=== lsu_mem_master_flat ===
==> lsu_mem_master_flat/pins.png <==
Drawn at 3 px/µm. Pins as bars across the die edge, other pins in gray.
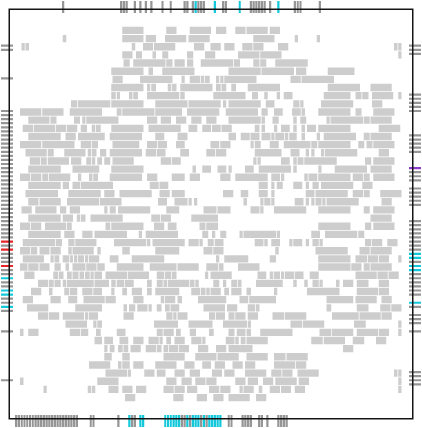

--- config.mk ---
export PLATFORM = sky130hd
export DESIGN_NAME = lsu_mem_master_flat
export DESIGN_NICKNAME = d
export VERILOG_FILES = /design/src/rtl/lsu_mem_master_pkg.sv /design/src/rtl/lsu_mem_master_if.sv /design/src/rtl/lsu_align.sv /design/src/rtl/lsu_mem_master.sv /design/src/flat_wrapper.sv
export SDC_FILE = /design/constraint.sdc
export NUM_CORES = 1
export LEC_CHECK = 0
export CAP_MARGIN = 0
export CELL_PAD_IN_SITES_DETAIL_PLACEMENT = 0
export CELL_PAD_IN_SITES_GLOBAL_PLACEMENT = 1
export CORE_AREA = 3 3 131 133
export CTS_CLUSTER_DIAMETER = 40
export CTS_CLUSTER_SIZE = 14
export DETAILED_ROUTE_END_ITERATION = 12
export DIE_AREA = 0 0 134 136
export HOLD_SLACK_MARGIN = 0.06
export PLACE_DENSITY = 0.86
export RECOVER_POWER = 100
export SYNTH_ARGS = -nofsm -noshare
export SYNTH_HDL_FRONTEND = slang
export SYNTH_SLANG_ARGS = --single-unit
--- constraint.sdc ---
create_clock -name clk -period 6.03 [get_ports clk]
set_input_delay 1.809 -clock clk [delete_from_list [all_inputs] [get_ports clk]]
set_output_delay 1.809 -clock clk [all_outputs]
set_load 0.1 [all_outputs]
--- src/rtl/lsu_mem_master_pkg.sv ---
// Shared funct3 codes, FSM encodings and request-legality helpers for the
// load/store initiator.
package rv32i_lsu_pkg;

  localparam logic [2:0] F3_B  = 3'b000;
  localparam logic [2:0] F3_H  = 3'b001;
  localparam logic [2:0] F3_W  = 3'b010;
  localparam logic [2:0] F3_BU = 3'b100;
  localparam logic [2:0] F3_HU = 3'b101;

  localparam logic [2:0] ST_IDLE   = 3'd0;
  localparam logic [2:0] ST_LOAD   = 3'd1;
  localparam logic [2:0] ST_RMW_RD = 3'd2;
  localparam logic [2:0] ST_WRITE  = 3'd3;
  localparam logic [2:0] ST_RESP   = 3'd4;

  // Stores have no unsigned variants, so BU/HU are illegal for them.
  function automatic logic f3_illegal(input logic we, input logic [2:0] f3);
    logic legal;
    legal = (f3 == F3_B) || (f3 == F3_H) || (f3 == F3_W);
    if (!we)
      legal = legal || (f3 == F3_BU) || (f3 == F3_HU);
    return !legal;
  endfunction

  function automatic logic misaligned(input logic [2:0] f3, input logic [1:0] lo);
    logic bad;
    case (f3)
      F3_H, F3_HU: bad = lo[0];
      F3_W:        bad = (lo != 2'b00);
      default:     bad = 1'b0;
    endcase
    return bad;
  endfunction

endpackage

--- src/rtl/lsu_mem_master_if.sv ---
// Request/response handshake plus word-wide memory bus of the LSU; master is
// the LSU side, slave is the core/memory side.
interface lsu_mem_master_if;
  logic        req_valid;
  logic        req_ready;
  logic        req_we;
  logic [2:0]  req_funct3;
  logic [31:0] req_addr;
  logic [31:0] req_wdata;
  logic        resp_valid;
  logic [31:0] resp_rdata;
  logic        resp_err;
  logic [31:0] mem_addr;
  logic [31:0] mem_wdata;
  logic        mem_op;
  logic        mem_wr;
  logic [31:0] mem_rdata;

  modport master (
    input  req_valid, req_we, req_funct3, req_addr, req_wdata, mem_rdata,
    output req_ready, resp_valid, resp_rdata, resp_err,
           mem_addr, mem_wdata, mem_op, mem_wr
  );

  modport slave (
    output req_valid, req_we, req_funct3, req_addr, req_wdata, mem_rdata,
    input  req_ready, resp_valid, resp_rdata, resp_err,
           mem_addr, mem_wdata, mem_op, mem_wr
  );
endinterface

--- src/rtl/lsu_align.sv ---
// Combinational byte-lane logic: load extract/extend and store lane merge
// for the read-modify-write path.
module lsu_align
  import rv32i_lsu_pkg::*;
(
  input  logic [31:0] word,
  input  logic [31:0] wdata,
  input  logic [1:0]  addr_lo,
  input  logic [2:0]  funct3,
  output logic [31:0] ld_data,
  output logic [31:0] st_merged
);

  logic signed [7:0]  lane_b;
  logic signed [15:0] lane_h;

  always_comb begin
    lane_b = word[{addr_lo, 3'b000} +: 8];
    // Half lanes ignore addr[0]; a misaligned half falls back to its lane.
    lane_h = word[{addr_lo[1], 4'b0000} +: 16];
    case (funct3)
      F3_B:    ld_data = 32'(lane_b);
      F3_BU:   ld_data = {24'b0, lane_b};
      F3_H:    ld_data = 32'(lane_h);
      F3_HU:   ld_data = {16'b0, lane_h};
      default: ld_data = word;
    endcase
  end

  always_comb begin
    st_merged = word;
    case (funct3)
      F3_B:    st_merged[{addr_lo, 3'b000} +: 8]     = wdata[7:0];
      F3_H:    st_merged[{addr_lo[1], 4'b0000} +: 16] = wdata[15:0];
      default: st_merged = wdata;
    endcase
  end

endmodule

--- src/rtl/lsu_mem_master.sv ---
// Load/store initiator for a byte-enable-less word memory; sub-word stores
// are read-modify-write. Define LSU_MISALIGN_TRAP_EN to trap misaligned H/W.
module lsu_mem_master
  import rv32i_lsu_pkg::*;
#(
  parameter int WORD_ADDR_W = 8
) (
  input  logic             clk,
  input  logic             rst,
  lsu_mem_master_if.master bus
);

  logic [2:0]             state;
  logic [2:0]             funct3_q;
  logic [WORD_ADDR_W+1:0] addr_q;
  logic [31:0]            wdata_q;
  logic [31:0]            wbuf;
  logic [31:0]            resp_rdata_q;
  logic                   resp_err_q;
  logic                   req_bad;
  logic                   mem_active;
  logic                   mem_write;
  logic [31:0]            ld_data;
  logic [31:0]            st_merged;
  logic                   unused_addr_hi;

  // Upper address bits are intentionally dropped so accesses wrap.
  assign unused_addr_hi = ^bus.req_addr[31:WORD_ADDR_W+2];

  always_comb begin
    req_bad = f3_illegal(bus.req_we, bus.req_funct3);
`ifdef LSU_MISALIGN_TRAP_EN
    req_bad = req_bad | misaligned(bus.req_funct3, bus.req_addr[1:0]);
`endif
  end

  lsu_align u_align (
    .word      (bus.mem_rdata),
    .wdata     (wdata_q),
    .addr_lo   (addr_q[1:0]),
    .funct3    (funct3_q),
    .ld_data   (ld_data),
    .st_merged (st_merged)
  );

  // Reset gates the strobes directly so an in-flight write cannot land.
  assign mem_active = !rst && ((state == ST_LOAD) || (state == ST_RMW_RD) ||
                               (state == ST_WRITE));
  assign mem_write  = !rst && (state == ST_WRITE);

  assign bus.mem_op     = mem_active;
  assign bus.mem_wr     = mem_write;
  assign bus.mem_addr   = mem_active ?
                          {{(32-WORD_ADDR_W){1'b0}}, addr_q[WORD_ADDR_W+1:2]} : '0;
  assign bus.mem_wdata  = mem_write ? wbuf : '0;
  assign bus.req_ready  = (state == ST_IDLE);
  assign bus.resp_valid = (state == ST_RESP);
  assign bus.resp_rdata = resp_rdata_q;
  assign bus.resp_err   = resp_err_q;

  always_ff @(posedge clk) begin
    if (rst) begin
      state        <= ST_IDLE;
      resp_rdata_q <= '0;
      resp_err_q   <= 1'b0;
    end else begin
      case (state)
        ST_IDLE: begin
          if (bus.req_valid) begin
            resp_rdata_q <= '0;
            resp_err_q   <= req_bad;
            if (req_bad)
              state <= ST_RESP;
            else if (!bus.req_we)
              state <= ST_LOAD;
            else if (bus.req_funct3 == F3_W)
              state <= ST_WRITE;
            else
              state <= ST_RMW_RD;
          end
        end
        ST_LOAD: begin
          resp_rdata_q <= ld_data;
          state        <= ST_RESP;
        end
        ST_RMW_RD: state <= ST_WRITE;
        ST_WRITE:  state <= ST_RESP;
        ST_RESP:   state <= ST_IDLE;
        default:   state <= ST_IDLE;
      endcase
    end
  end

  // Datapath registers carry no reset; control decides when they matter.
  always_ff @(posedge clk) begin
    if (state == ST_IDLE && bus.req_valid) begin
      funct3_q <= bus.req_funct3;
      addr_q   <= bus.req_addr[WORD_ADDR_W+1:0];
      wdata_q  <= bus.req_wdata;
      wbuf     <= bus.req_wdata;
    end else if (state == ST_RMW_RD) begin
      wbuf <= st_merged;
    end
  end

endmodule
--- src/flat_wrapper.sv ---
// flat-port wrapper written by rule: the top's interface ports become plain ports
module lsu_mem_master_flat import rv32i_lsu_pkg::*;
#(
  parameter int WORD_ADDR_W = 8
)
  (clk, rst, bus_req_valid, bus_req_we, bus_req_funct3, bus_req_addr, bus_req_wdata, bus_mem_rdata, bus_req_ready, bus_resp_valid, bus_resp_rdata, bus_resp_err, bus_mem_addr, bus_mem_wdata, bus_mem_op, bus_mem_wr);
  lsu_mem_master_if bus_i ();
  input  logic clk;
  input  logic rst;
  input wire logic [$bits(bus_i.req_valid)-1:0] bus_req_valid;
  input wire logic [$bits(bus_i.req_we)-1:0] bus_req_we;
  input wire logic [$bits(bus_i.req_funct3)-1:0] bus_req_funct3;
  input wire logic [$bits(bus_i.req_addr)-1:0] bus_req_addr;
  input wire logic [$bits(bus_i.req_wdata)-1:0] bus_req_wdata;
  input wire logic [$bits(bus_i.mem_rdata)-1:0] bus_mem_rdata;
  output wire logic [$bits(bus_i.req_ready)-1:0] bus_req_ready;
  output wire logic [$bits(bus_i.resp_valid)-1:0] bus_resp_valid;
  output wire logic [$bits(bus_i.resp_rdata)-1:0] bus_resp_rdata;
  output wire logic [$bits(bus_i.resp_err)-1:0] bus_resp_err;
  output wire logic [$bits(bus_i.mem_addr)-1:0] bus_mem_addr;
  output wire logic [$bits(bus_i.mem_wdata)-1:0] bus_mem_wdata;
  output wire logic [$bits(bus_i.mem_op)-1:0] bus_mem_op;
  output wire logic [$bits(bus_i.mem_wr)-1:0] bus_mem_wr;
  assign bus_i.req_valid = bus_req_valid;
  assign bus_i.req_we = bus_req_we;
  assign bus_i.req_funct3 = bus_req_funct3;
  assign bus_i.req_addr = bus_req_addr;
  assign bus_i.req_wdata = bus_req_wdata;
  assign bus_i.mem_rdata = bus_mem_rdata;
  assign bus_req_ready = bus_i.req_ready;
  assign bus_resp_valid = bus_i.resp_valid;
  assign bus_resp_rdata = bus_i.resp_rdata;
  assign bus_resp_err = bus_i.resp_err;
  assign bus_mem_addr = bus_i.mem_addr;
  assign bus_mem_wdata = bus_i.mem_wdata;
  assign bus_mem_op = bus_i.mem_op;
  assign bus_mem_wr = bus_i.mem_wr;
  lsu_mem_master #(.WORD_ADDR_W(WORD_ADDR_W)) u_core (.clk(clk), .rst(rst), .bus(bus_i));
endmodule
=== alu_arbiter ===
**src/rtl/alu_arbiter.sv**
```systemverilog
// alu_arbiter: round-robin arbiter sharing one combinational ALU between NUM_REQ requesters.
//
// Flow: IDLE grants one requester (search starts after the last grant), registers its request,
// drives it onto the ALU for one EXEC cycle, then holds the captured result in RESP until the
// consumer accepts it. Unimplemented opcodes skip EXEC and answer with err=1.
//
// Ports:
//   clk, rst_n                          clock, asynchronous active-low reset
//   req_valid/req_ready [NUM_REQ]       per-requester handshake (req_ready is one-hot or zero)
//   req_ctrl/req_a/req_b                flattened per-requester opcode and operands (slice i)
//   resp_valid/resp_ready               response handshake
//   resp_id, resp_c, resp_zero/over/cout, resp_err   tagged response payload
//   alu_ctrl/alu_a/alu_b                drive the external ALU
//   alu_c, alu_zero/alu_over/alu_c_out  ALU result and flags
module alu_arbiter #(
  parameter int unsigned DATA_WIDTH = 32,
  parameter int unsigned CTRL_BITS  = 4,
  parameter int unsigned NUM_REQ    = 4,
  parameter int unsigned ID_W       = $clog2(NUM_REQ)
) (
  input  logic                          clk,
  input  logic                          rst_n,
  input  logic [NUM_REQ-1:0]            req_valid,
  output logic [NUM_REQ-1:0]            req_ready,
  input  logic [NUM_REQ*CTRL_BITS-1:0]  req_ctrl,
  input  logic [NUM_REQ*DATA_WIDTH-1:0] req_a,
  input  logic [NUM_REQ*DATA_WIDTH-1:0] req_b,
  output logic                          resp_valid,
  input  logic                          resp_ready,
  output logic [ID_W-1:0]               resp_id,
  output logic [DATA_WIDTH-1:0]         resp_c,
  output logic                          resp_zero,
  output logic                          resp_over,
  output logic                          resp_cout,
  output logic                          resp_err,
  output logic [CTRL_BITS-1:0]          alu_ctrl,
  output logic [DATA_WIDTH-1:0]         alu_a,
  output logic [DATA_WIDTH-1:0]         alu_b,
  input  logic [DATA_WIDTH-1:0]         alu_c,
  input  logic                          alu_zero,
  input  logic                          alu_over,
  input  logic                          alu_c_out
);

  localparam logic [CTRL_BITS-1:0] OpAnd = CTRL_BITS'(4'b0000);
  localparam logic [CTRL_BITS-1:0] OpOr  = CTRL_BITS'(4'b0011);
  localparam logic [CTRL_BITS-1:0] OpAdd = CTRL_BITS'(4'b0010);
  localparam logic [CTRL_BITS-1:0] OpSub = CTRL_BITS'(4'b0110);
  localparam logic [CTRL_BITS-1:0] OpSlt = CTRL_BITS'(4'b0111);
  localparam logic [CTRL_BITS-1:0] OpSge = CTRL_BITS'(4'b0101);
  localparam logic [CTRL_BITS-1:0] OpNor = CTRL_BITS'(4'b1100);

  typedef enum logic [1:0] {StIdle, StExec, StResp} state_e;

  state_e                r_state, w_state_next;
  logic [ID_W-1:0]       r_last_grant;
  logic [ID_W-1:0]       r_id;
  logic [CTRL_BITS-1:0]  r_ctrl;
  logic [DATA_WIDTH-1:0] r_a, r_b, r_c;
  logic                  r_zero, r_over, r_cout, r_err;

  // Unflattened views of the request buses.
  logic [CTRL_BITS-1:0]  w_ctrl_arr [NUM_REQ];
  logic [DATA_WIDTH-1:0] w_a_arr    [NUM_REQ];
  logic [DATA_WIDTH-1:0] w_b_arr    [NUM_REQ];

  for (genvar g = 0; g < NUM_REQ; g++) begin : g_unpack
    assign w_ctrl_arr[g] = req_ctrl[g*CTRL_BITS +: CTRL_BITS];
    assign w_a_arr[g]    = req_a[g*DATA_WIDTH +: DATA_WIDTH];
    assign w_b_arr[g]    = req_b[g*DATA_WIDTH +: DATA_WIDTH];
  end

  logic            w_found;
  logic [ID_W-1:0] w_gnt;
  logic [ID_W-1:0] w_cand;
  logic            w_accept;
  logic            w_legal;

  // Round-robin search: first valid requester starting at last_grant+1, wrapping.
  always_comb begin
    w_found = 1'b0;
    w_gnt   = '0;
    w_cand  = '0;
    for (int unsigned k = 0; k < NUM_REQ; k++) begin
      w_cand = ID_W'((32'(r_last_grant) + 32'd1 + k) % NUM_REQ);
      if (!w_found && req_valid[w_cand]) begin
        w_found = 1'b1;
        w_gnt   = w_cand;
      end
    end
  end

  // rst_n gates req_ready so nothing looks accepted while reset is held.
  assign w_accept = (r_state == StIdle) && w_found && rst_n;

  always_comb begin
    req_ready = '0;
    if (w_accept) req_ready[w_gnt] = 1'b1;
  end

  assign w_legal = w_ctrl_arr[w_gnt] inside {OpAnd, OpOr, OpAdd, OpSub, OpSlt, OpSge, OpNor};

  always_comb begin
    w_state_next = r_state;
    unique case (r_state)
      StIdle:  if (w_accept) w_state_next = w_legal ? StExec : StResp;
      StExec:  w_state_next = StResp;
      StResp:  if (resp_ready) w_state_next = StIdle;
      default: w_state_next = StIdle;
    endcase
  end

  always_ff @(posedge clk or negedge rst_n) begin
    if (!rst_n) r_state <= StIdle;
    else        r_state <= w_state_next;
  end

  always_ff @(posedge clk or negedge rst_n) begin
    if (!rst_n) begin
      r_last_grant <= ID_W'(NUM_REQ - 1);
      r_id         <= '0;
      r_ctrl       <= '0;
      r_a          <= '0;
      r_b          <= '0;
      r_c          <= '0;
      r_zero       <= 1'b0;
      r_over       <= 1'b0;
      r_cout       <= 1'b0;
      r_err        <= 1'b0;
    end else begin
      if (w_accept) begin
        r_last_grant <= w_gnt;
        r_id         <= w_gnt;
        if (w_legal) begin
          r_ctrl <= w_ctrl_arr[w_gnt];
          r_a    <= w_a_arr[w_gnt];
          r_b    <= w_b_arr[w_gnt];
        end else begin
          // Illegal ops bypass the ALU; operand registers keep the last issued op.
          r_c    <= '0;
          r_zero <= 1'b0;
          r_over <= 1'b0;
          r_cout <= 1'b0;
          r_err  <= 1'b1;
        end
      end
      if (r_state == StExec) begin
        r_c    <= alu_c;
        r_zero <= alu_zero;
        r_over <= alu_over;
        r_cout <= alu_c_out;
        r_err  <= 1'b0;
      end
    end
  end

  assign alu_ctrl   = r_ctrl;
  assign alu_a      = r_a;
  assign alu_b      = r_b;

  assign resp_valid = (r_state == StResp);
  assign resp_id    = r_id;
  assign resp_c     = r_c;
  assign resp_zero  = r_zero;
  assign resp_over  = r_over;
  assign resp_cout  = r_cout;
  assign resp_err   = r_err;

endmodule

```
**config.mk**
```make
export PLATFORM = sky130hd
export DESIGN_NAME = alu_arbiter
export DESIGN_NICKNAME = d
export VERILOG_FILES = /design/src/rtl/alu_arbiter.sv
export SDC_FILE = /design/constraint.sdc
export NUM_CORES = 1
export LEC_CHECK = 0
export CAP_MARGIN = 15
export CORE_AREA = 4 4 162 164
export DETAILED_ROUTE_END_ITERATION = 8
export DIE_AREA = 0 0 166 168
export PLACE_DENSITY = 0.67
export SETUP_SLACK_MARGIN = 0.3
export SYNTH_ARGS = -nofsm -noshare
export SYNTH_HDL_FRONTEND = slang
export SYNTH_SLANG_ARGS = --single-unit
```
**constraint.sdc**
```tcl
create_clock -name clk -period 3.4 [get_ports clk]
set_input_delay 0.85 -clock clk [delete_from_list [all_inputs] [get_ports clk]]
set_output_delay 0.85 -clock clk [all_outputs]
set_load 0.05 [all_outputs]
```

==> layout pictures side by side <==
Cell placement.
Plate I
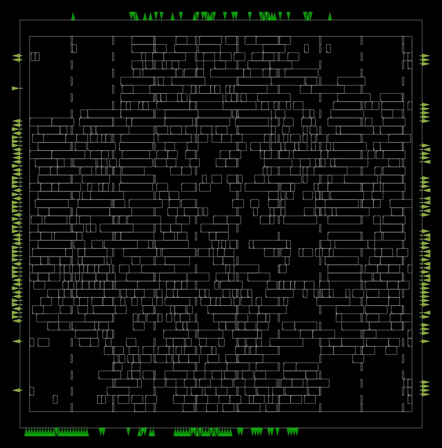
Plate II
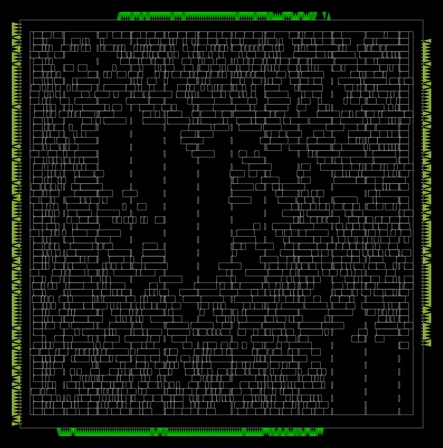
lsu_mem_master_flat -> Plate I
alu_arbiter -> Plate II

==> alu_arbiter/pins.png <==
Drawn at 3 px/µm. Pins as bars across the die edge, other pins in gray.
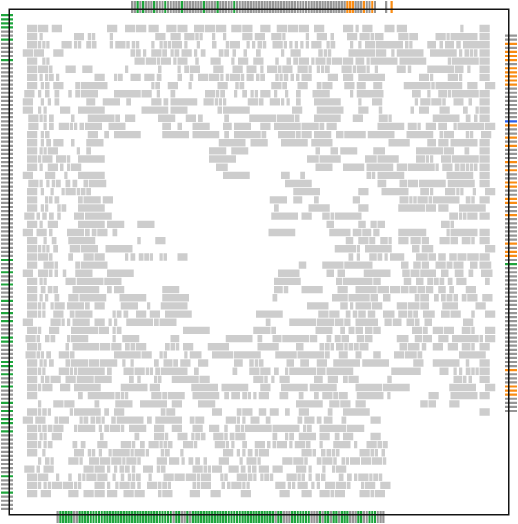
resp_c -> orange  # pins 32, direction output, edge 26 right, 6 top
req_b -> green  # pins 128, direction input, edge 94 bottom, 25 left, 8 top, 1 right
alu_zero -> blue  # pins 1, direction input, edge right

==> results.ini, alu_arbiter <==
[outcome]
status=complete, no violations

[worst_setup_path]
worst-path-buf-inv=4
r2r-end=alu_b[3]
path_depth=8

[global_route]
use_met3=0.06058
grt_max_degree=88
grt-ovfl-total=0

[logic_synthesis]
netlist_area_um2=7144
syn_inst=988
synthSimpleGateAreaFrac=0.2820
synth-main-ff-cell=dfrtp_1
yosys.area_share.aoi=0.2643
ys_sh_mux=0.001401
async_flop_share=1.000

[power]
powerDensity_nw_per_um2=983.4
seq-power_uw=2260

[clock_network]
clock_sinks=110
path_clk_slew_ps=80
post_cts_resized=21

[sta]
slew_viol_final=0
fin_crit_sh=0.8991
skew_ps=9.955

[final_layout]
mostFrequentLayoutCells=415 x clkdlybuf4s50_1, 393 x nand2_1, 143 x o21ai_0, 108 x dfrtp_1, 65 x nand3_1
layout_top_cell=clkdlybuf4s50_1
fin_util=0.5220
drive_above_1_share=0.1440
fill_cells=2358

[drt]
drtIter0Drc=593

-- alu_arbiter: logic make-up (layout without fill, tap and decap cells) --
logic type,count (synthesis),count (layout)
flip-flops,110,110
AND-OR/OR-AND,284,284
AND/OR/NAND/NOR,491,491
XOR/XNOR,2,2
multiplexers,1,1
other,0,2
buffers and inverters,100,515
-- alu_arbiter: area by class of cell --
type	instances	area, µm²	share of cell area
timing repair buffer	497	5094	0.3920
multi-input combinational	778	4409	0.3394
sequential	110	2755	0.2121
tap	330	412.9	0.03178
clock buffer	9	225.2	0.01733
clock inverter	7	83.83	0.006452
inverter	2	7.507	0.0005778
antenna	2	5.005	0.0003852
==> lsu_mem_master_flat/port_nets.png <==
Drawn at 2 px/µm.
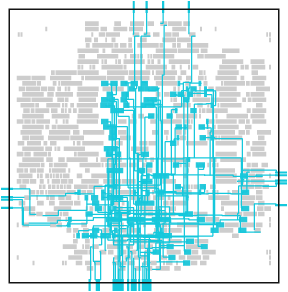
bus_mem_rdata -> cyan  # bits 32, direction input, edge 19 bottom, 5 right, 4 left, 4 top, end cells 131, wire 4240 µm
I/O Pins: 204
IO buf count: 157

Notes on lsu_mem_master_flat/pins.png above:
bus_mem_rdata -> cyan  # pins 32, direction input, edge 19 bottom, 5 right, 4 left, 4 top
bus_mem_wr -> purple  # pins 1, direction output, edge right
bus_req_funct3 -> red  # pins 3, direction input, edge left
all pins by edge = 65 bottom, 55 left, 51 right, 33 top
Die Ht: 136 µm
die width: 134 µm

==> results.ini, lsu_mem_master_flat <==
[final_layout]
drive_above_1_share=0.1388
num-clock-buffers=18

[worst_setup_path]
start_kind=input port
crit_path_max_incr_delay_ps=930
ff2ff_setup_slack_ps=2350
r2r-end=u_core.wbuf[31]

[logic_synthesis]
ys_seq_frac=0.5019
most_common_cell=edfxtp_1
avgSynthCellArea_um2=10.81
edf_count=77
netlist_top_cells_area=edfxtp_1 38%, dfxtp_1 12%, a22o_1 4.8%
yosys.area.top_type_share=0.3826

[outcome]
violations=capacitance limit, slew limit
status=finished with violations

[drt]
met2_length_mm=9.360

[sta]
timing.hold.ws_ps=450.9
slew_viol_final=94
setup_viol=0
fin_setup_tns_ps=0

[power]
combPwrFrac=0.201
comb_power_uw=469

[global_route]
antenna_found_initial=0

[clock_network]
clock_path_buffers=2
cts_buffers=17
clock-root-buffer=clkbuf_16

[run]
maxCapViolations=2

[lsu_mem_master_flat: state kept, by name (all words and copies together), names as in the netlist]
signal,count
u_core.funct3_q,3
u_core.addr_q,10
u_core.bus.resp_err,1
u_core.state,3
u_core.bus.resp_rdata,32
u_core.wdata_q,32
u_core.wbuf,32
[lsu_mem_master_flat: through the flow]
stage,setup slack [ps],util
floorplan,179.0,-
global placement,792.9,0.5051
detailed placement,774.9,0.5051
CTS,765.8,0.5382
global route,333.7,0.5374
finish,514.7,0.5374

=== uart_tx_arbiter ===
==> uart_tx_arbiter/final_placement.png <==
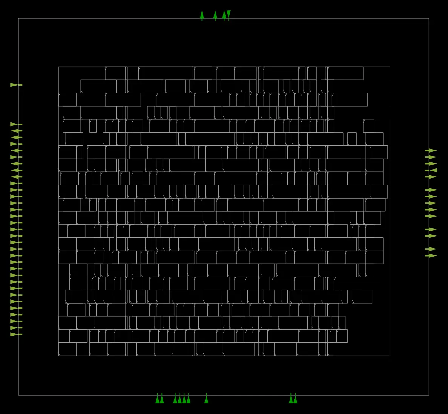

==> src/rtl/uart_tx_arbiter.sv <==
// Round-robin arbiter that hands one requester's byte at a time to a UART sender.
// Handshake: req is a level held until its one-cycle ack; ack pulses whether the byte completed or timed out.
module uart_tx_arbiter #(
  parameter int NUM_REQ = 4,
  parameter int TIMEOUT = 255
) (
  input  logic                 clk,
  input  logic                 reset,
  input  logic [NUM_REQ-1:0]   req,
  input  logic [8*NUM_REQ-1:0] req_data,
  output logic [NUM_REQ-1:0]   ack,
  output logic [NUM_REQ-1:0]   grant,
  output logic                 busy,
  output logic                 tx_start,
  output logic [7:0]           tx_data,
  input  logic                 tx_finish,
  output logic                 tx_error,
  output logic [2:0]           dbgState
);

  localparam int PW = $clog2(NUM_REQ);
  localparam int CW = $clog2(TIMEOUT + 1);

  typedef enum logic [2:0] {
    IDLE      = 3'd0,
    START     = 3'd1,
    WAIT_BUSY = 3'd2,
    WAIT_DONE = 3'd3,
    ACK       = 3'd4,
    GAP       = 3'd5
  } stateT;

  stateT         state;
  stateT         nextState;
  logic [PW-1:0] ptr;
  logic [PW-1:0] winIdx;
  logic [PW-1:0] pick;
  logic          found;
  logic [PW:0]   idx;
  logic [CW-1:0] cnt;
  logic          timedOut;
  logic          timeoutHit;

  // Search from ptr upward, wrapping to 0; first asserted req wins.
  always_comb begin
    found = 1'b0;
    pick  = '0;
    idx   = '0;
    for (int i = 0; i < NUM_REQ; i++) begin
      idx = {1'b0, ptr} + (PW + 1)'(i);
      if (idx >= (PW + 1)'(NUM_REQ)) idx = idx - (PW + 1)'(NUM_REQ);
      if (!found && req[idx[PW-1:0]]) begin
        found = 1'b1;
        pick  = idx[PW-1:0];
      end
    end
  end

  assign timedOut = (cnt == CW'(TIMEOUT));
  // Normal progress wins over a timeout landing on the same cycle.
  assign timeoutHit = timedOut &&
                      (((state == WAIT_BUSY) && tx_finish) ||
                       ((state == WAIT_DONE) && !tx_finish));

  always_comb begin
    nextState = state;
    case (state)
      IDLE:      if (found) nextState = START;
      START:     nextState = WAIT_BUSY;
      WAIT_BUSY: begin
        if (!tx_finish)     nextState = WAIT_DONE;
        else if (timedOut)  nextState = ACK;
      end
      WAIT_DONE: begin
        if (tx_finish)      nextState = ACK;
        else if (timedOut)  nextState = ACK;
      end
      ACK:       nextState = GAP;
      GAP:       nextState = IDLE;
      default:   nextState = IDLE;
    endcase
  end

  always_ff @(posedge clk) begin
    if (reset) state <= IDLE;
    else       state <= nextState;
  end

  always_ff @(posedge clk) begin
    if (reset) begin
      ptr      <= '0;
      winIdx   <= '0;
      grant    <= '0;
      tx_data  <= 8'h00;
      cnt      <= '0;
      tx_error <= 1'b0;
    end else begin
      case (state)
        IDLE: begin
          if (found) begin
            grant   <= {{(NUM_REQ-1){1'b0}}, 1'b1} << pick;
            winIdx  <= pick;
            tx_data <= req_data[{pick, 3'b000} +: 8];
          end
        end
        START: cnt <= '0;
        WAIT_BUSY, WAIT_DONE: begin
          if (!timedOut)  cnt <= cnt + CW'(1);
          if (timeoutHit) tx_error <= 1'b1;
        end
        ACK: ptr <= (winIdx == PW'(NUM_REQ - 1)) ? '0 : winIdx + PW'(1);
        GAP: grant <= '0;
        default: ;
      endcase
    end
  end

  assign tx_start = (state == START);
  assign busy     = (state != IDLE);
  assign ack      = (state == ACK) ? grant : '0;
  assign dbgState = state;

endmodule

==> config.mk <==
export PLATFORM = sky130hd
export DESIGN_NAME = uart_tx_arbiter
export DESIGN_NICKNAME = d
export VERILOG_FILES = /design/src/rtl/uart_tx_arbiter.sv
export SDC_FILE = /design/constraint.sdc
export NUM_CORES = 1
export LEC_CHECK = 0
export ABC_AREA = 1
export CORE_ASPECT_RATIO = 0.9
export CORE_MARGIN = 8
export CORE_UTILIZATION = 48
export DETAILED_ROUTE_END_ITERATION = 10
export GPL_TIMING_DRIVEN = 0
export HOLD_SLACK_MARGIN = 0.06
export PLACE_DENSITY = 0.83
export SKIP_LAST_GASP = 1
export SLEW_MARGIN = 20
export SYNTH_ARGS = -nofsm -noshare
export SYNTH_HDL_FRONTEND = slang
export SYNTH_SLANG_ARGS = --single-unit
==> constraint.sdc <==
create_clock -name clk -period 1.8 [get_ports clk]
set_input_delay 0.36 -clock clk [delete_from_list [all_inputs] [get_ports clk]]
set_output_delay 0.36 -clock clk [all_outputs]
set_load 0.02 [all_outputs]
=== cache_resp_queue ===
## config.mk

```make
export PLATFORM = sky130hd
export DESIGN_NAME = cache_resp_queue
export DESIGN_NICKNAME = d
export VERILOG_FILES = /design/src/rtl/cache_mem_model.sv
export SDC_FILE = /design/constraint.sdc
export NUM_CORES = 1
export LEC_CHECK = 0
export CAP_MARGIN = 30
export CORE_MARGIN = 5
export CORE_UTILIZATION = 35
export CTS_CLUSTER_SIZE = 8
export DETAILED_ROUTE_END_ITERATION = 8
export SLEW_MARGIN = 25
export SYNTH_ARGS = -nofsm -noshare
export SYNTH_HDL_FRONTEND = slang
export SYNTH_SLANG_ARGS = --single-unit
```

## constraint.sdc

```tcl
create_clock -name clk -period 7 [get_ports clk]
set_input_delay 1.4 -clock clk [delete_from_list [all_inputs] [get_ports clk]]
set_output_delay 1.4 -clock clk [all_outputs]
set_load 0.02 [all_outputs]
```

## src/rtl/cache_mem_model.sv

```systemverilog
// rtl/cache_mem_model.sv - cache storage engine model: word memory, fixed-latency pipeline, credit-backed in-order response queue
//
// cache_resp_queue ports:
//   clk, resetn                 clock, synchronous active-low reset
//   in_tvalid / in_tdata        push one entry (caller guarantees a free slot)
//   out_tvalid / out_tready     head entry present / consumer takes it
//   out_tdata                   registered head entry, zero while empty
//   count                       number of stored entries
//
// cache_mem_model ports:
//   CLK, RST_N                  clock, synchronous active-low reset
//   put_valid / put_ready       request handshake
//   put_request[69:0]           {op[1:0], byte_en[3:0], addr[31:0], data[31:0]}
//   get_valid / get_ready       response handshake (get_valid = consumer take)
//   get_response[51:0]          {op[1:0], addr[17:0], data[31:0]}

module cache_resp_queue #(
    parameter int WIDTH = 52,
    parameter int DEPTH = 4,
    parameter int CNT_W = 4
) (
    input  logic             clk,
    input  logic             resetn,
    input  logic             in_tvalid,
    input  logic [WIDTH-1:0] in_tdata,
    output logic             out_tvalid,
    input  logic             out_tready,
    output logic [WIDTH-1:0] out_tdata,
    output logic [CNT_W-1:0] count
);
    localparam int PTR_W = $clog2(DEPTH);
    localparam logic [PTR_W-1:0] LAST_PTR = PTR_W'(DEPTH - 1);
    localparam logic [CNT_W-1:0] FULL_CNT = CNT_W'(DEPTH);

    logic [WIDTH-1:0] entry_q [DEPTH];
    logic [PTR_W-1:0] wr_ptr_q, wr_ptr_d;
    logic [PTR_W-1:0] rd_ptr_q, rd_ptr_d;
    logic [CNT_W-1:0] count_q, count_d;
    logic             pop;

    always_comb begin
        pop      = out_tready && (count_q != '0);
        wr_ptr_d = wr_ptr_q;
        rd_ptr_d = rd_ptr_q;
        count_d  = count_q;
        if (in_tvalid) begin
            wr_ptr_d = (wr_ptr_q == LAST_PTR) ? '0 : wr_ptr_q + 1'b1;
        end
        if (pop) begin
            rd_ptr_d = (rd_ptr_q == LAST_PTR) ? '0 : rd_ptr_q + 1'b1;
        end
        // Push and pop together leave the count alone, even when full.
        if (in_tvalid && !pop) begin
            count_d = count_q + 1'b1;
        end else if (!in_tvalid && pop) begin
            count_d = count_q - 1'b1;
        end
    end

    always_ff @(posedge clk) begin
        if (!resetn) begin
            wr_ptr_q <= '0;
            rd_ptr_q <= '0;
            count_q  <= '0;
        end else begin
            assert (!(in_tvalid && (count_q == FULL_CNT) && !pop));
            wr_ptr_q <= wr_ptr_d;
            rd_ptr_q <= rd_ptr_d;
            count_q  <= count_d;
        end
    end

    always_ff @(posedge clk) begin
        if (resetn && in_tvalid) begin
            entry_q[wr_ptr_q] <= in_tdata;
        end
    end

    assign out_tvalid = (count_q != '0);
    assign out_tdata  = out_tvalid ? entry_q[rd_ptr_q] : '0;
    assign count      = count_q;
endmodule

```

=== wb_irq_timer ===
**config.mk**
```make
export PLATFORM = sky130hd
export DESIGN_NAME = wb_irq_timer
export DESIGN_NICKNAME = d
export VERILOG_FILES = /design/src/rtl/wb_irq_timer_pkg.sv /design/src/rtl/wb_irq_timer_ch.sv /design/src/rtl/wb_irq_timer.sv
export SDC_FILE = /design/constraint.sdc
export NUM_CORES = 1
export LEC_CHECK = 0
export ABC_AREA = 1
export CAP_MARGIN = 30
export CORE_MARGIN = 4
export CORE_UTILIZATION = 43
export CTS_CLUSTER_SIZE = 25
export DETAILED_ROUTE_END_ITERATION = 7
export GPL_ROUTABILITY_DRIVEN = 0
export PLACE_DENSITY_LB_ADDON = 0.15
export SLEW_MARGIN = 20
export SYNTH_ARGS = -nofsm -noshare
export SYNTH_HDL_FRONTEND = slang
export SYNTH_HIERARCHICAL = 1
export SYNTH_SLANG_ARGS = --single-unit
```
**constraint.sdc**
```tcl
create_clock -name CLK_I -period 4 [get_ports CLK_I]
set_input_delay 0.6 -clock CLK_I [delete_from_list [all_inputs] [get_ports CLK_I]]
set_output_delay 0.6 -clock CLK_I [all_outputs]
set_load 0.01 [all_outputs]
```
**src/rtl/wb_irq_timer_pkg.sv**
```systemverilog
// ============================================================================
// Module  : wb_irq_timer_pkg
// Brief   : Shared register-map constants and status type for wb_irq_timer.
// Revision: 1.0 - initial parametrised multi-channel release
// ============================================================================
`default_nettype none

package wb_irq_timer_pkg;

    localparam int   c_MAX_CH   = 8;
    localparam logic c_OFS_CTRL = 1'b1;

    localparam int c_BIT_EN   = 0;
    localparam int c_BIT_AUTO = 1;
    localparam int c_BIT_IRQ  = 2;
    localparam int c_BIT_OVR  = 3;

    typedef struct packed {
        logic ovr;
        logic irq;
        logic reload;
        logic en;
    } ch_status_t;

    function automatic logic [31:0] status_word(input ch_status_t s);
        logic [31:0] w;
        w             = '0;
        w[c_BIT_EN]   = s.en;
        w[c_BIT_AUTO] = s.reload;
        w[c_BIT_IRQ]  = s.irq;
        w[c_BIT_OVR]  = s.ovr;
        return w;
    endfunction

endpackage

`default_nettype wire

```
**src/rtl/wb_irq_timer_ch.sv**
```systemverilog
// ============================================================================
// Module  : wb_irq_timer_ch
// Brief   : One timer channel: counter, period, EN/AUTO, IRQ/OVR flags.
// Revision: 1.0 - initial parametrised multi-channel release
// ============================================================================
`default_nettype none

module wb_irq_timer_ch
    import wb_irq_timer_pkg::*;
#(
    parameter int               CNT_W          = 28,
    parameter logic [CNT_W-1:0] DEFAULT_PERIOD = CNT_W'(28'h00fffff)
)(
    input  logic             clk,
    input  logic             rst,
    input  logic             i_period_we,
    input  logic [CNT_W-1:0] i_period_wdata,
    input  logic             i_ctrl_we,
    input  logic [1:0]       i_ctrl_wdata,
    input  logic             i_stat_rd,
    output logic [CNT_W-1:0] o_period,
    output ch_status_t       o_status
);

    logic [CNT_W-1:0] r_cnt;
    logic [CNT_W-1:0] r_period;
    logic             r_en;
    logic             r_auto;
    logic             r_irq;
    logic             r_ovr;
    logic             r_done;
    logic             w_term;

    // r_done marks a fired one-shot whose counter is parked at PERIOD
    assign w_term = r_en & (r_cnt == r_period) & ~r_done;

    always_ff @(posedge clk) begin
        if (rst) begin
            r_cnt    <= '0;
            r_period <= DEFAULT_PERIOD;
            r_en     <= 1'b1;
            r_auto   <= 1'b0;
            r_irq    <= 1'b0;
            r_ovr    <= 1'b0;
            r_done   <= 1'b0;
        end else begin
            if (r_en) begin
                if (w_term) begin
                    if (r_auto) r_cnt <= '0;
                    else        r_done <= 1'b1;
                end else if (!r_done) begin
                    r_cnt <= r_cnt + CNT_W'(1);
                end
            end

            if (w_term) begin
                r_irq <= 1'b1;
                if (r_irq) r_ovr <= 1'b1;
            end

            if (i_stat_rd) begin
                r_ovr <= 1'b0;
                r_irq <= w_term;
                if (!r_auto) begin
                    r_cnt  <= '0;
                    r_done <= 1'b0;
                end
            end

            if (i_period_we) begin
                r_period <= i_period_wdata;
                r_cnt    <= '0;
                r_done   <= 1'b0;
            end

            if (i_ctrl_we) begin
                r_en   <= i_ctrl_wdata[c_BIT_EN];
                r_auto <= i_ctrl_wdata[c_BIT_AUTO];
                // Restart from zero when disabling or newly enabling
                if (!i_ctrl_wdata[c_BIT_EN] || !r_en) begin
                    r_cnt  <= '0;
                    r_done <= 1'b0;
                end
                if (i_ctrl_wdata[c_BIT_AUTO]) r_done <= 1'b0;
            end
        end
    end

    assign o_period = r_period;
    assign o_status = {r_ovr, r_irq, r_auto, r_en};

endmodule

`default_nettype wire

```
**src/rtl/wb_irq_timer.sv**
```systemverilog
// ============================================================================
// Module  : wb_irq_timer
// Brief   : Wishbone classic multi-channel interval timer with interrupts.
// Revision: 1.0 - initial parametrised multi-channel release
// ============================================================================
`default_nettype none

module wb_irq_timer
    import wb_irq_timer_pkg::*;
#(
    parameter int               N_CH           = 4,
    parameter int               CNT_W          = 28,
    parameter logic [29:0]      BASE_ADR       = 30'h3ffffff0,
    parameter logic [CNT_W-1:0] DEFAULT_PERIOD = CNT_W'(28'h00fffff)
)(
    input  logic            CLK_I,
    input  logic            RST_I,
    input  logic [31:2]     ADR_I,
    input  logic [31:0]     DAT_I,
    output logic [31:0]     DAT_O,
    input  logic            CYC_I,
    input  logic            STB_I,
    input  logic            WE_I,
    output logic            ACK_O,
    output logic            RTY_O,
    output logic [N_CH-1:0] interrupt_o,
    output logic            irq_any_o
);

    logic        w_take;
    logic [3:0]  w_ofs;
    logic [2:0]  w_ch;
    logic        w_is_ctrl;
    logic        w_ch_valid;
    logic        w_rty;
    logic [31:0] w_rdata;
    logic        w_unused;

    ch_status_t      w_status [c_MAX_CH];
    logic [31:0]     w_period [c_MAX_CH];
    logic [N_CH-1:0] w_irq;

    // A response cycle blocks a new access, giving the 2-cycle minimum
    assign w_take     = CYC_I & STB_I & (ADR_I[31:6] == BASE_ADR[29:4]) & ~ACK_O & ~RTY_O;
    assign w_ofs      = ADR_I[5:2];
    assign w_ch       = w_ofs[3:1];
    assign w_is_ctrl  = (w_ofs[0] == c_OFS_CTRL);
    assign w_ch_valid = (int'(w_ch) < N_CH);
    assign w_rty      = w_take & WE_I & ~w_is_ctrl & w_ch_valid & w_status[w_ch].en;
    assign w_unused   = &{1'b0, DAT_I};

    genvar gi;
    generate
        for (gi = 0; gi < c_MAX_CH; gi++) begin : g_ch
            if (gi < N_CH) begin : g_used
                logic             w_sel_ch;
                logic [CNT_W-1:0] w_per;

                assign w_sel_ch = w_take & (w_ch == 3'(gi));

                wb_irq_timer_ch #(
                    .CNT_W          (CNT_W),
                    .DEFAULT_PERIOD (DEFAULT_PERIOD)
                ) u_ch (
                    .clk            (CLK_I),
                    .rst            (RST_I),
                    .i_period_we    (w_sel_ch & WE_I & ~w_is_ctrl & ~w_status[gi].en),
                    .i_period_wdata (DAT_I[CNT_W-1:0]),
                    .i_ctrl_we      (w_sel_ch & WE_I & w_is_ctrl),
                    .i_ctrl_wdata   (DAT_I[1:0]),
                    .i_stat_rd      (w_sel_ch & ~WE_I & w_is_ctrl),
                    .o_period       (w_per),
                    .o_status       (w_status[gi])
                );

                assign w_period[gi] = 32'(w_per);
                assign w_irq[gi]    = w_status[gi].irq;
            end else begin : g_unused
                assign w_period[gi] = '0;
                assign w_status[gi] = '0;
            end
        end
    endgenerate

    always_comb begin
        w_rdata = '0;
        if (w_ch_valid) begin
            w_rdata = w_is_ctrl ? status_word(w_status[w_ch]) : w_period[w_ch];
        end
    end

    always_ff @(posedge CLK_I) begin
        if (RST_I) begin
            ACK_O <= 1'b0;
            RTY_O <= 1'b0;
            DAT_O <= '0;
        end else begin
            ACK_O <= w_take & ~w_rty;
            RTY_O <= w_rty;
            DAT_O <= (w_take & ~WE_I) ? w_rdata : '0;
        end
    end

    assign interrupt_o = w_irq;
    assign irq_any_o   = |w_irq;

endmodule

`default_nettype wire

```
==> cache_resp_queue/pins.png <==
Drawn at 3 px/µm. Pins as bars across the die edge, other pins in gray.
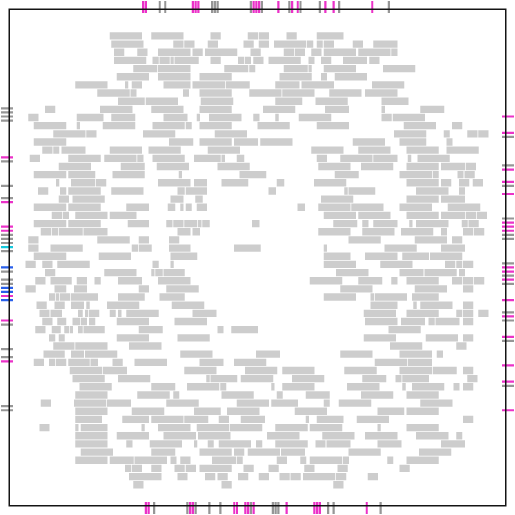
in_tvalid -> cyan  # pins 1, direction input, edge left
count -> blue  # pins 4, direction output, edge left
out_tdata -> magenta  # pins 52, direction output, edge 17 right, 14 bottom, 14 top, 7 left
all pins by edge = 31 left, 30 right, 26 top, 26 bottom
die width: 165.0 µm
IO buf count: 112
Die Ht: 165.0 µm

==> cache_resp_queue/drive_strength.png <==
Drawn at 3 px/µm.
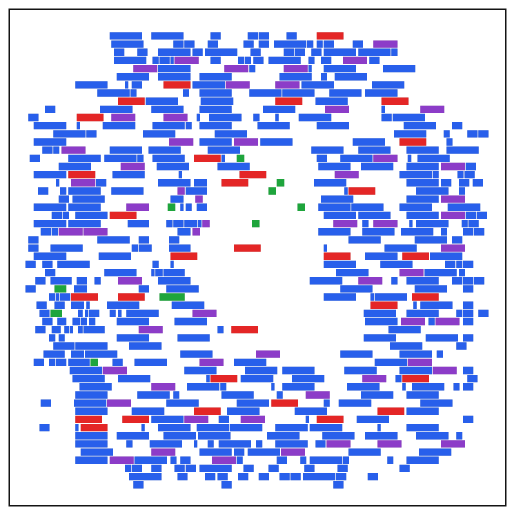
drive 2 -> purple  # cells 57, share 11%
drive 3 to 4 -> green  # cells 10, share 1.8%
drive 6 and up -> red  # cells 31, share 5.7%
drive 1 or less -> blue  # cells 443, share 82%

==> results.ini, cache_resp_queue <==
[outcome]
status=complete, no violations

[power]
p_sw_frac=0.2878
seq-power_uw=1560
power.leakage_uw=0.003433

[worst_hold_path]
hold_class=reg -> reg

[logic_synthesis]
synth-area-yosys_um2=8413
most_common_cell=edfxtp_1
synthSimpleGateAreaFrac=0.05309
ys_seq_frac=0.7662
yosys.area_share.aoi=0.003718

[final_layout]
num-clock-buffers=56
clock_cell_area_share=0.08160
comb_share=0.1713

[run]
maxCapViolations=0

[worst_setup_path]
r2r-end=count[3]

[sta]
relSlewSlack=0.4859

[drt]
ant_nets=0

[placed_design]
placed_area_um2=9869
gp_congestion=0.6792

[clock_network]
clock_path_buffers=3

==> cache_resp_queue: critical path, delay by kind of cell (launching register included) <==
kind / cells / cell delay, ps
buf+inv: 2 / 1020
flops: 1 / 850
mux: 1 / 560
simple gates: 1 / 170
==> cache_resp_queue: per-layer routing <==
layer	global-route usage	share of wire	vias to the layer above
met4	0.03516	0.021	0
met5	0	0	-
met1	0.1652	0.42	2113
met3	0.03369	0.073	28
li1	-	-	1823
met2	0.2040	0.48	114
==> cache_resp_queue: registers in the layout, summed over array words and instances (netlist names), named ones only <==
name and cells:
count 4, wr_ptr_q 2, entry_q 208, rd_ptr_q 2
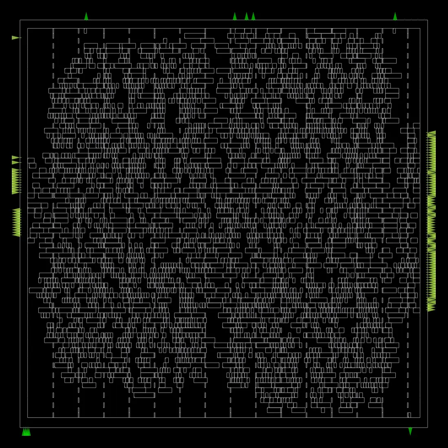
(wb_irq_timer/final_placement.png)
num rows: 78
Final Util: 0.4788
Tap Cells: 600

==> results.ini, wb_irq_timer <==
[worst_setup_path]
cp_max_fo=19
slowest_stage=clkdlybuf4s50_1
crit_path_max_incr_delay_ps=660
start_kind=input port

[logic_synthesis]
synth-area-yosys_um2=19720
synthXorXnorAreaFrac=0.04815
fa_ha_area_frac=0.002537
synthTopCellsByCount=1172 x nand2_1, 394 x inv_1, 301 x nor2_1
most_common_cell=nand2_1

[clock_network]
postCtsSetupRepairBufs=0
path_clk_slew_ps=60
cts_buffers=34

[sta]
post-route-min-period_ps=2895

[floorplanning]
die_h_um=222.2

[drt]
ant_nets=0

[outcome]
status=complete, no violations

[power]
powerDensity_nw_per_um2=292.8
total_power_uw=6363
p_sw_frac=0.2513

[final_layout]
postLayoutCellArea_um2=21730
logic_area_um2=11470

[worst_hold_path]
min_from=g_ch[2].g_used.u_ch/r_ovr
hold_class=reg -> reg

[run]
maxCapViolations=0

==> wb_irq_timer: state kept, by name, indices dropped and copies added, names as in the netlist <==
register	flops
g_ch.g_used.u_ch/r_ovr	4
g_ch.g_used.u_ch/r_auto	4
g_ch.g_used.u_ch/o_period	112
g_ch.g_used.u_ch/r_cnt	112
DAT_O	28
g_ch.g_used.u_ch/r_done	4
RTY_O	1
ACK_O	1
g_ch.g_used.u_ch/r_en	4
g_ch.g_used.u_ch/r_irq	4
==> uart_tx_arbiter/pins.png <==
Drawn at 6 px/µm. Pins as bars across the die edge, other pins in gray.
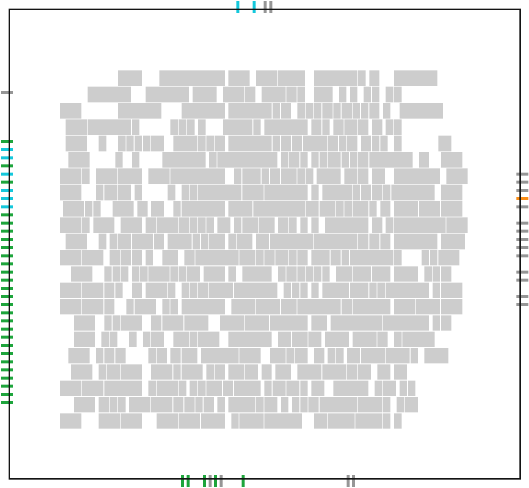
req_data -> green  # pins 32, direction input, edge 27 left, 5 bottom
tx_data -> cyan  # pins 8, direction output, edge 6 left, 2 top
tx_finish -> orange  # pins 1, direction input, edge right
all pins by edge = 34 left, 14 right, 9 bottom, 4 top
Die Ht: 78.01 µm
die width: 84.90 µm
IO buf count: 60

==> uart_tx_arbiter/port_nets.png <==
Drawn at 3 px/µm.
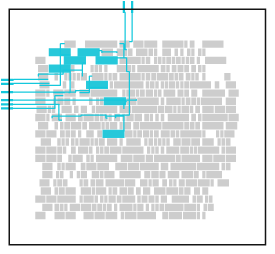
tx_data -> cyan  # bits 8, direction output, edge 6 left, 2 top, end cells 8, wire 314 µm
I/O Pins: 61

## Picture notes: uart_tx_arbiter/final_placement.png
Final Non-Filler Cells: 470
num rows: 22
Final Util: 0.8118

==> results.ini, uart_tx_arbiter <==
[final_layout]
diodes=0
mostFrequentLayoutCells=71 x nand2_1, 50 x inv_1, 50 x clkdlybuf4s50_1, 32 x nand3_1
drive_above_1_share=0.3104

[sta]
setup_viol=16
hold_violations=0
worst_slew_pin_slew_ps=570.9
setup_slack_ps=-233.4

[drt]
via_per_inst=5.591
drc=0

[outcome]
violations=setup timing
status=finished with violations

[floorplanning]
coreArea_um2=4101
fp_util=0.5000

[logic_synthesis]
synthXorXnorAreaFrac=0.004271
syn_inst=334
edf_count=0
ys_sh_mux=0

[global_route]
grt_usage=0.1985

[power]
combPwrFrac=0.527

[placed_design]
place_ws_ps=-457.1

[worst_setup_path]
crit_path_max_incr_delay_ps=360

==> uart_tx_arbiter: timing repair <==
item / 4_1_cts / 5_1_grt
hold buffers: 0 / 0
gates resized: 48 / 80
endpoints found under the setup margin: 18 / 27
buffers inserted: 15 / 3
pin swaps: 11 / 16
cloned: 4 / 2
==> uart_tx_arbiter: state kept, by name, indices dropped and copies added, names as in the netlist <==
name	cells
cnt	8
tx_data	8
grant	4
dbgState	3
ptr	2
winIdx	2
tx_error	1
==> uart_tx_arbiter: worst min-delay path: cells and delay by family, from the launching register on <==
kind | cells | cell delay [ps]
simple gates | 2 | 140
flops | 1 | 330


==> notes/layouts.md <==
Pictures saved along the way, in no particular order.

Port wiring.
shot_01.png
Drawn at 1 px/µm.
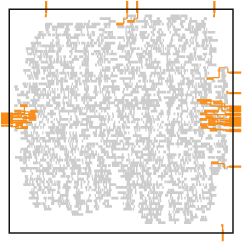
shot_02.png
Drawn at 1.5 px/µm.
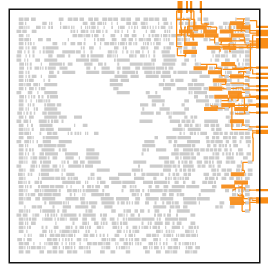
shot_03.png
Drawn at 1.5 px/µm.
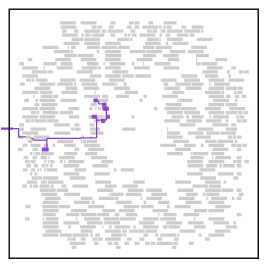
- wb_irq_timer = shot_01.png
- alu_arbiter = shot_02.png
- cache_resp_queue = shot_03.png
The one with the fewest cells is shot_03.png.
The one with the most cells is shot_01.png.

Key to shot_02.png:
resp_c -> orange  # bits 32, direction output, edge 26 right, 6 top, end cells 32, wire 859 µm

